# ---- block 1 ----
Block 1, cells coloured by class:
Drawn at 2 px/um.
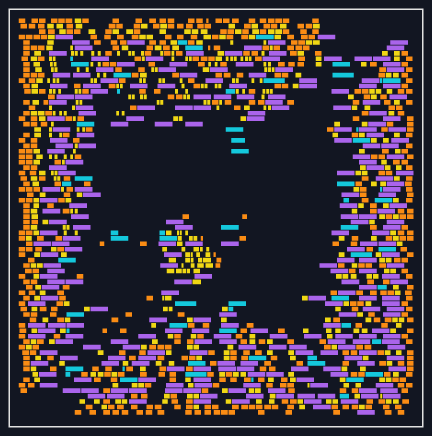
Block 1, signal wires on met3:
Drawn at 1.5 px/um.
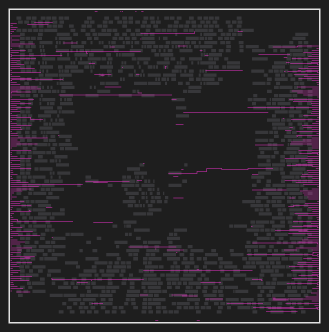
<file path="src/rtl/mem_arbiter.sv">
// mem_arbiter: arbitrates I-fetch and D load/store onto one memory port, with a watchdog abort.
// Optional round-robin arbitration via MEM_ARB_RR_EN (default: fixed D-over-I priority).
`default_nettype none

module mem_arbiter #(
  parameter int DW      = 64,
  parameter int AW      = 64,
  parameter int TIMEOUT = 15
) (
  input  logic          clk,
  input  logic          reset,
  input  logic          ireq,
  input  logic [AW-1:0] iadr,
  output logic [DW-1:0] irdata,
  output logic          iack,
  input  logic          dreq,
  input  logic [1:0]    dwe,
  input  logic [AW-1:0] dadr,
  input  logic [DW-1:0] dwdata,
  output logic [DW-1:0] drdata,
  output logic          dack,
  output logic          err,
  output logic          men,
  output logic [1:0]    mwe,
  output logic [AW-1:0] madr,
  output logic [DW-1:0] mwdata,
  input  logic [DW-1:0] mrdata,
  input  logic          mready
);

  typedef enum logic [1:0] {
    S_IDLE = 2'd0,
    S_BUSY = 2'd1,
    S_RESP = 2'd2
  } state_t;

  localparam int            c_CW        = $clog2(TIMEOUT + 1);
  localparam logic [c_CW-1:0] c_TO      = c_CW'(TIMEOUT);
  localparam logic [DW-1:0] c_WORD_MASK = DW'({32{1'b1}});

  state_t          r_state;
  logic            r_owner_d;
  logic [c_CW-1:0] r_cnt;

  logic            w_any_req;
  logic            w_grant_d;
  logic [1:0]      w_dwe_fwd;
  logic [DW-1:0]   w_dwdata_fwd;
  logic            w_done;

  assign w_any_req = ireq | dreq;

`ifdef MEM_ARB_RR_EN
  // Last-grant register: 1 = D was granted last. Resets to I so the first tie goes to D.
  logic r_last_d;
  assign w_grant_d = dreq & (~ireq | ~r_last_d);
`else
  assign w_grant_d = dreq;
`endif

  // Doubleword code 11 is presented to memory as 10; word writes only carry the low 32 bits.
  assign w_dwe_fwd    = (dwe == 2'b11) ? 2'b10 : dwe;
  assign w_dwdata_fwd = (dwe == 2'b00) ? '0 :
                        (dwe == 2'b01) ? (dwdata & c_WORD_MASK) : dwdata;

  // Completion beats the watchdog when both land in the same cycle.
  assign w_done = mready | (r_cnt == c_TO);

  always_ff @(posedge clk or posedge reset) begin
    if (reset) begin
      r_state   <= S_IDLE;
      r_owner_d <= 1'b0;
      r_cnt     <= '0;
      irdata    <= '0;
      drdata    <= '0;
      iack      <= 1'b0;
      dack      <= 1'b0;
      err       <= 1'b0;
      men       <= 1'b0;
      mwe       <= 2'b00;
      madr      <= '0;
      mwdata    <= '0;
`ifdef MEM_ARB_RR_EN
      r_last_d  <= 1'b0;
`endif
    end else begin
      iack <= 1'b0;
      dack <= 1'b0;
      err  <= 1'b0;
      case (r_state)
        S_IDLE: begin
          if (w_any_req) begin
            r_owner_d <= w_grant_d;
            r_cnt     <= c_CW'(1);
            men       <= 1'b1;
            r_state   <= S_BUSY;
            if (w_grant_d) begin
              madr   <= dadr;
              mwe    <= w_dwe_fwd;
              mwdata <= w_dwdata_fwd;
            end else begin
              madr   <= iadr;
              mwe    <= 2'b00;
              mwdata <= '0;
            end
`ifdef MEM_ARB_RR_EN
            r_last_d <= w_grant_d;
`endif
          end
        end
        S_BUSY: begin
          if (w_done) begin
            men     <= 1'b0;
            err     <= ~mready;
            r_state <= S_RESP;
            if (r_owner_d) begin
              dack   <= 1'b1;
              drdata <= (mready && mwe == 2'b00) ? mrdata : '0;
            end else begin
              iack   <= 1'b1;
              irdata <= mready ? mrdata : '0;
            end
          end else begin
            r_cnt <= r_cnt + c_CW'(1);
          end
        end
        S_RESP: begin
          r_state <= S_IDLE;
        end
        default: begin
          r_state <= S_IDLE;
        end
      endcase
    end
  end

endmodule

`default_nettype wire

</file>
<file path="config.mk">
export PLATFORM = sky130hd
export DESIGN_NAME = mem_arbiter
export DESIGN_NICKNAME = d
export VERILOG_FILES = /design/src/rtl/mem_arbiter.sv
export SDC_FILE = /design/constraint.sdc
export NUM_CORES = 1
export LEC_CHECK = 0
export ABC_CLOCK_PERIOD_IN_PS = 13450
export CORE_AREA = 4 4 202 204
export DETAILED_ROUTE_END_ITERATION = 12
export DIE_AREA = 0 0 206 208
export PLACE_DENSITY = 0.64
export RECOVER_POWER = 50
export SETUP_SLACK_MARGIN = 0.02
export SYNTH_ARGS = -nofsm -noshare
export SYNTH_HDL_FRONTEND = slang
export SYNTH_SLANG_ARGS = --single-unit
</file>
<file path="constraint.sdc">
create_clock -name clk -period 13.45 [get_ports clk]
set_input_delay 2.69 -clock clk [delete_from_list [all_inputs] [get_ports clk]]
set_output_delay 2.69 -clock clk [all_outputs]
set_load 0.05 [all_outputs]
</file>
==> impl_metrics.csv <==
group,metric,value,unit
clocking,ctsLongestPathBuffers,3,
floorplan,die_area,0.0428,mm^2
synth,synthSimpleGateAreaFrac,1.39,%
placed_design,dp_worst_setup_slack,7.86,ns
synth,synth_chip_area,0.0103,mm^2
synth,flop_cell,"dfrtp_1",
power_and_ir_drop,power_switching,2.42,mW
final_timing,drv_slew,371,
worst_setup_path,cp_max_fo,74,
worst_setup_path,timing.critical_path.from,"dreq",
outcome,violations,"capacitance limit, slew limit",
detailed_routing,ant_nets,0,
worst_setup_path,reg2regPathDepth,5,
cells_and_area,final_nets,1526,
worst_hold_path,hp-class,"flop to flop",
grt,use_met1,19.5,%
worst_hold_path,hold_end,"drdata[53]$_DFFE_PP0P_",
outcome,run_status,"complete, but fails checks",
detailed_routing,met3WireLength,3.33,mm
synth,synthMuxAreaShare,6.41,%
synth,yosys.area_share.adder,0.121,%
detailed_routing,highest_layer,"met5",
power_and_ir_drop,intPower,2.68,mW
worst_setup_path,r2r_setup_slack,9.22,ns
clocking,insertion_delay,0.58,ns
worst_setup_path,slowest_stage,"clkbuf_1",
floorplan,coreArea,0.0393,mm^2
flow_run,drv_cap,5,
About 'cells coloured by class' of block 1:
| colour | class | cells | share of their area |
|---|---|---|---|
| orange | other buffers and delay cells | 533 | 32% |
| cyan | clock drivers and dummy loads | 58 | 6.9% |
| purple | flops | 269 | 41% |
| yellow | combinational and other logic | 427 | 20% |

About 'signal wires on met3' of block 1:
longest straight run: 75.2 um
share of all routed wire: 9.1%
nets with wire on the layer: 300

synth_stat cells, types with 3 or more instances:
| master | n | share of area [%] |
|---|---|---|
| buf_2 | 23 | 1.1 |
| buf_1 | 6 | 0.22 |
| dfrtp_1 | 269 | 65 |
| o21ai_1 | 64 | 3.1 |
| a22o_1 | 192 | 16 |
| mux2i_1 | 65 | 6.3 |
| nand3_1 | 3 | 0.15 |
| buf_6 | 7 | 0.76 |
| nand2_1 | 3 | 0.11 |
| inv_1 | 4 | 0.15 |
| clkbuf_1 | 35 | 1.3 |
| o21ai_0 | 65 | 3.1 |
cell type report:
cell class | count | share of cell area [%]
tap | 525 | 3.84
sequential | 269 | 39.4
multi-input combinational | 422 | 19.0
antenna | 1 | 0.0146
inverter | 5 | 0.117
clock inverter | 14 | 1.34
clock buffer | 44 | 5.29
timing repair buffer | 533 | 31.0
logic make-up (layout without fill, tap and decap cells):
logic type | after synthesis | in the layout
DFF | 269 | 269
adders and majority gates | 1 | 1
other | 0 | 1
buffers and inverters | 76 | 596
and+or+nand+nor | 24 | 24
AOI/OAI and AO/OA | 331 | 331
muxes | 66 | 66

# ---- block 2 ----
===== config.mk =====
export PLATFORM = sky130hd
export DESIGN_NAME = booth_r4_seq_mult
export DESIGN_NICKNAME = d
export VERILOG_FILES = /design/src/rtl/booth_r4_seq_mult.sv
export SDC_FILE = /design/constraint.sdc
export NUM_CORES = 1
export LEC_CHECK = 0
export CAP_MARGIN = 20
export CELL_PAD_IN_SITES_DETAIL_PLACEMENT = 0
export CELL_PAD_IN_SITES_GLOBAL_PLACEMENT = 2
export CORE_MARGIN = 5
export CORE_UTILIZATION = 36
export DETAILED_ROUTE_END_ITERATION = 6
export PLACE_DENSITY_LB_ADDON = 0.3
export SYNTH_ARGS = -nofsm -noshare
export SYNTH_HDL_FRONTEND = slang
export SYNTH_SLANG_ARGS = --single-unit

===== constraint.sdc =====
create_clock -name clk -period 12.9 [get_ports clk]
set_input_delay 3.87 -clock clk [delete_from_list [all_inputs] [get_ports clk]]
set_output_delay 3.87 -clock clk [all_outputs]
set_load 0.01 [all_outputs]

===== src/rtl/booth_r4_seq_mult.sv =====
// booth_r4_seq_mult
//   Sequential radix-4 (modified Booth) multiplier with start/done handshake.
//   An operation is accepted when i_start is high in IDLE. The multiplier then
//   retires one Booth digit per clock in CALC, and pulses o_done for one cycle
//   in DONE. The product stays on o_product until the next accepted start.
//
//   Parameters
//     WIDTH      operand width in bits; must be even and >= 4
//
//   Ports
//     clk        rising-edge clock
//     n_rst      asynchronous reset, active low
//     i_start    request, sampled only in IDLE
//     i_signed   1: two's-complement operands, 0: unsigned (sampled with i_start)
//     i_mcand    multiplicand (sampled with i_start)
//     i_mplier   multiplier (sampled with i_start)
//     o_busy     high while in CALC
//     o_done     one-cycle pulse; o_product is valid
//     o_product  2*WIDTH-bit result, held from o_done until the next start
//
//   Build option
//     BOOTH_EARLY_TERM_EN  when defined, CALC finishes as soon as every
//                          remaining Booth digit is zero. The remaining shift
//                          is applied in that cycle. Latency drops to
//                          2..N+1 clocks and the result is unchanged.

module booth_r4_seq_mult #(
  parameter int unsigned WIDTH = 32
) (
  input  logic               clk,
  input  logic               n_rst,
  input  logic               i_start,
  input  logic               i_signed,
  input  logic [WIDTH-1:0]   i_mcand,
  input  logic [WIDTH-1:0]   i_mplier,
  output logic               o_busy,
  output logic               o_done,
  output logic [2*WIDTH-1:0] o_product
);

  if ((WIDTH < 4) || ((WIDTH % 2) != 0)) begin : g_bad_width
    $error("booth_r4_seq_mult: WIDTH must be even and >= 4");
  end

  localparam int unsigned PW = 2*WIDTH + 4;
  localparam int unsigned CW = $clog2(WIDTH/2 + 1);
  localparam logic [CW-1:0]      CNT_SIGNED   = CW'(WIDTH/2 - 1);
  localparam logic [CW-1:0]      CNT_UNSIGNED = CW'(WIDTH/2);
  localparam logic [WIDTH+1:0]   ONE          = {{(WIDTH+1){1'b0}}, 1'b1};

  typedef enum logic [1:0] {
    IDLE,
    CALC,
    DONE
  } state_t;

  state_t               state_q, state_d;
  logic [CW-1:0]        cnt_q, cnt_d;
  logic [WIDTH+1:0]     mcand_q, mcand_d;
  logic [WIDTH+1:0]     acc_q, acc_d;
  logic [WIDTH+1:0]     q_q, q_d;
  logic                 g_q, g_d;
  logic                 sgn_q, sgn_d;
  logic [2*WIDTH-1:0]   prod_q, prod_d;
`ifdef BOOTH_EARLY_TERM_EN
  logic                 ext_q, ext_d;
  logic                 rest_ext;
`endif

  logic                 ext_in;
  logic                 last;
  logic [WIDTH+1:0]     addend;
  logic [WIDTH+1:0]     acc_sum;
  logic [PW-1:0]        pre;
  logic [PW-1:0]        post;

  always_ff @(posedge clk or negedge n_rst) begin
    if (!n_rst) begin
      state_q <= IDLE;
      cnt_q   <= '0;
      mcand_q <= '0;
      acc_q   <= '0;
      q_q     <= '0;
      g_q     <= 1'b0;
      sgn_q   <= 1'b0;
      prod_q  <= '0;
`ifdef BOOTH_EARLY_TERM_EN
      ext_q   <= 1'b0;
`endif
    end else begin
      state_q <= state_d;
      cnt_q   <= cnt_d;
      mcand_q <= mcand_d;
      acc_q   <= acc_d;
      q_q     <= q_d;
      g_q     <= g_d;
      sgn_q   <= sgn_d;
      prod_q  <= prod_d;
`ifdef BOOTH_EARLY_TERM_EN
      ext_q   <= ext_d;
`endif
    end
  end

  always_comb begin
    state_d = state_q;
    cnt_d   = cnt_q;
    mcand_d = mcand_q;
    acc_d   = acc_q;
    q_d     = q_q;
    g_d     = g_q;
    sgn_d   = sgn_q;
    prod_d  = prod_q;
    last    = 1'b0;
`ifdef BOOTH_EARLY_TERM_EN
    ext_d    = ext_q;
    rest_ext = 1'b1;
`endif

    ext_in = i_signed & i_mplier[WIDTH-1];

    // Booth digit from the triplet {q[1], q[0], guard}.
    case ({q_q[1:0], g_q})
      3'b001, 3'b010: addend = mcand_q;
      3'b011:         addend = mcand_q << 1;
      3'b100:         addend = ~(mcand_q << 1) + ONE;
      3'b101, 3'b110: addend = ~mcand_q + ONE;
      default:        addend = '0;
    endcase

    acc_sum = acc_q + addend;
    pre     = {acc_sum, q_q};
    post    = $signed(pre) >>> 2;

    unique case (state_q)
      IDLE: begin
        if (i_start) begin
          state_d = CALC;
          sgn_d   = i_signed;
          mcand_d = i_signed ? {{2{i_mcand[WIDTH-1]}}, i_mcand} : {2'b00, i_mcand};
          acc_d   = '0;
          q_d     = {ext_in, ext_in, i_mplier};
          g_d     = 1'b0;
          cnt_d   = i_signed ? CNT_SIGNED : CNT_UNSIGNED;
`ifdef BOOTH_EARLY_TERM_EN
          ext_d   = ext_in;
`endif
        end
      end
      CALC: begin
        cnt_d = cnt_q - CW'(1);
        last  = (cnt_q == '0);
`ifdef BOOTH_EARLY_TERM_EN
        // After this step, the unretired bits are q[2*cnt+1:2] plus the new
        // guard q[1]. If they all equal the extension bit, every remaining
        // digit is zero and one combined shift finishes the operation.
        for (int unsigned i = 1; i <= WIDTH + 1; i++) begin
          if ((i <= 2*32'(cnt_q) + 1) && (q_q[i] != ext_q)) begin
            rest_ext = 1'b0;
          end
        end
        if ((cnt_q != '0) && rest_ext) begin
          post = $signed(pre) >>> (2*32'(cnt_q) + 2);
          last = 1'b1;
        end
`endif
        acc_d = post[PW-1:WIDTH+2];
        q_d   = post[WIDTH+1:0];
        g_d   = q_q[1];
        if (last) begin
          state_d = DONE;
          cnt_d   = '0;
          // Signed runs use only WIDTH/2 steps. The two extension bits
          // therefore remain at the bottom, and the product sits 2 bits up.
          prod_d  = sgn_q ? post[2*WIDTH+1:2] : post[2*WIDTH-1:0];
        end
      end
      DONE: begin
        state_d = IDLE;
      end
      default: begin
        state_d = IDLE;
      end
    endcase
  end

  assign o_busy    = (state_q == CALC);
  assign o_done    = (state_q == DONE);
  assign o_product = prod_q;

endmodule

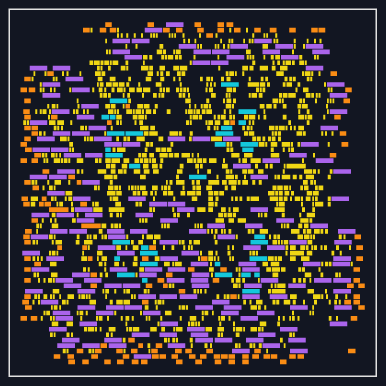
Block 2: cells coloured by class
Drawn at 2 px/um.
| colour | class | cells | share of their area |
|---|---|---|---|
| orange | other buffers and delay cells | 146 | 12% |
| purple | flops | 172 | 34% |
| cyan | clock drivers and dummy loads | 32 | 4.8% |
| yellow | combinational and other logic | 1,064 | 49% |

==> impl_metrics.csv <==
group,metric,value,unit
worst_setup_path,critical_path.cell_chain,"nand2b_4, clkinv_1, clkdlybuf4s50_1",
worst_setup_path,r2r_end,"o_product[61]$_DFFE_PN0P_",
grt,grt_max_degree,122,
final_timing,finalSetupTns,0,ns
worst_setup_path,worstPathRequired,9.03,ns
synth,synth_top_area_share,40.1,%
detailed_routing,first_pass_iters,5,
worst_setup_path,reg2regPathDepth,20,
cells_and_area,flop_area,0.00431,mm^2
cells_and_area,n_all_buffers,146,
worst_setup_path,cp-end-kind,"output port",
cells_and_area,area_growth,21.0,%
cells_and_area,nClkBuffers,18,
placed_design,port_buffers,133,
grt,first_global_vias,9147,
final_timing,hold_viol,0,
outcome,run_status,"complete, no violations",
clocking,clkSinkCount,172,
final_timing,max-slew-margin-rel,33.3,%
cells_and_area,drive_gt1_share,5.66,%
final_timing,drv_slew,0,
grt,grt.total_usage,18.8,%
final_timing,final-setup-viol-count,0,
[cell usage in the layout, fill, tap and decap left out, drive strengths merged, types with 14 or more instances in the layout]
cell           netlist  layout
a21oi               55      55
buf                 14      14
dfrtp              172     172
o21ai              130     130
xnor2               32      32
or3                 20      20
mux2i               40      40
clkdlybuf4s50        0     132
inv                 17      23
nor2               112     112
nand3               47      47
a31oi               35      35
a21o                27      27
nor3                17      17
ha                  35      35
clkbuf              74      18
a22oi               17      17
xor2                35      35
nand2              322     322
[cell families (layout without fill, tap and decap cells)]
family                   after synthesis  after routing  synth area share [%]
AND-OR/OR-AND                        339            339                  19.9
XOR/XNOR                              68             68                  5.67
adder cells (fa/ha/maj)               36             36                  4.26
buffers and inverters                106            196                  3.76
flip-flops                           172            172                  40.1
multiplexers                          41             41                  3.83
AND/OR/NAND/NOR                      562            562                  22.5


==> screenshots <==
Where the registers sit.
Drawn at 2 px/um. Other sequential cells in the stronger grey, the rest of the logic in the fainter grey.
image #1
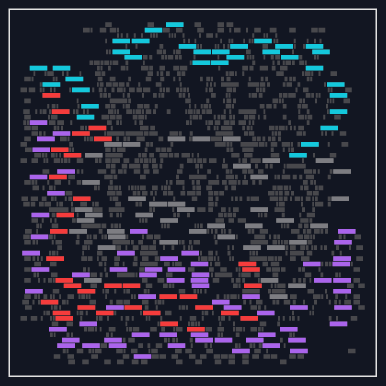
image #2
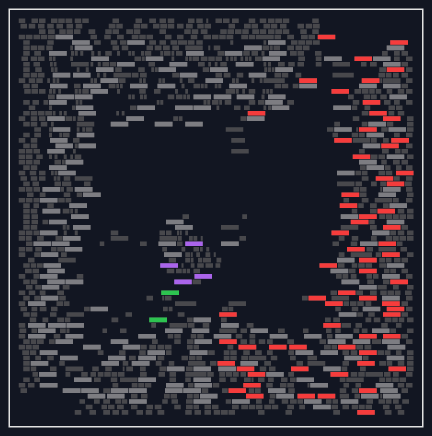
Image #1 is block 2.
Image #2 is block 1.
The one with the largest die is image #2.
The one with the most sequential cells is image #2.

Power is estimated from default activity; no workload was simulated.
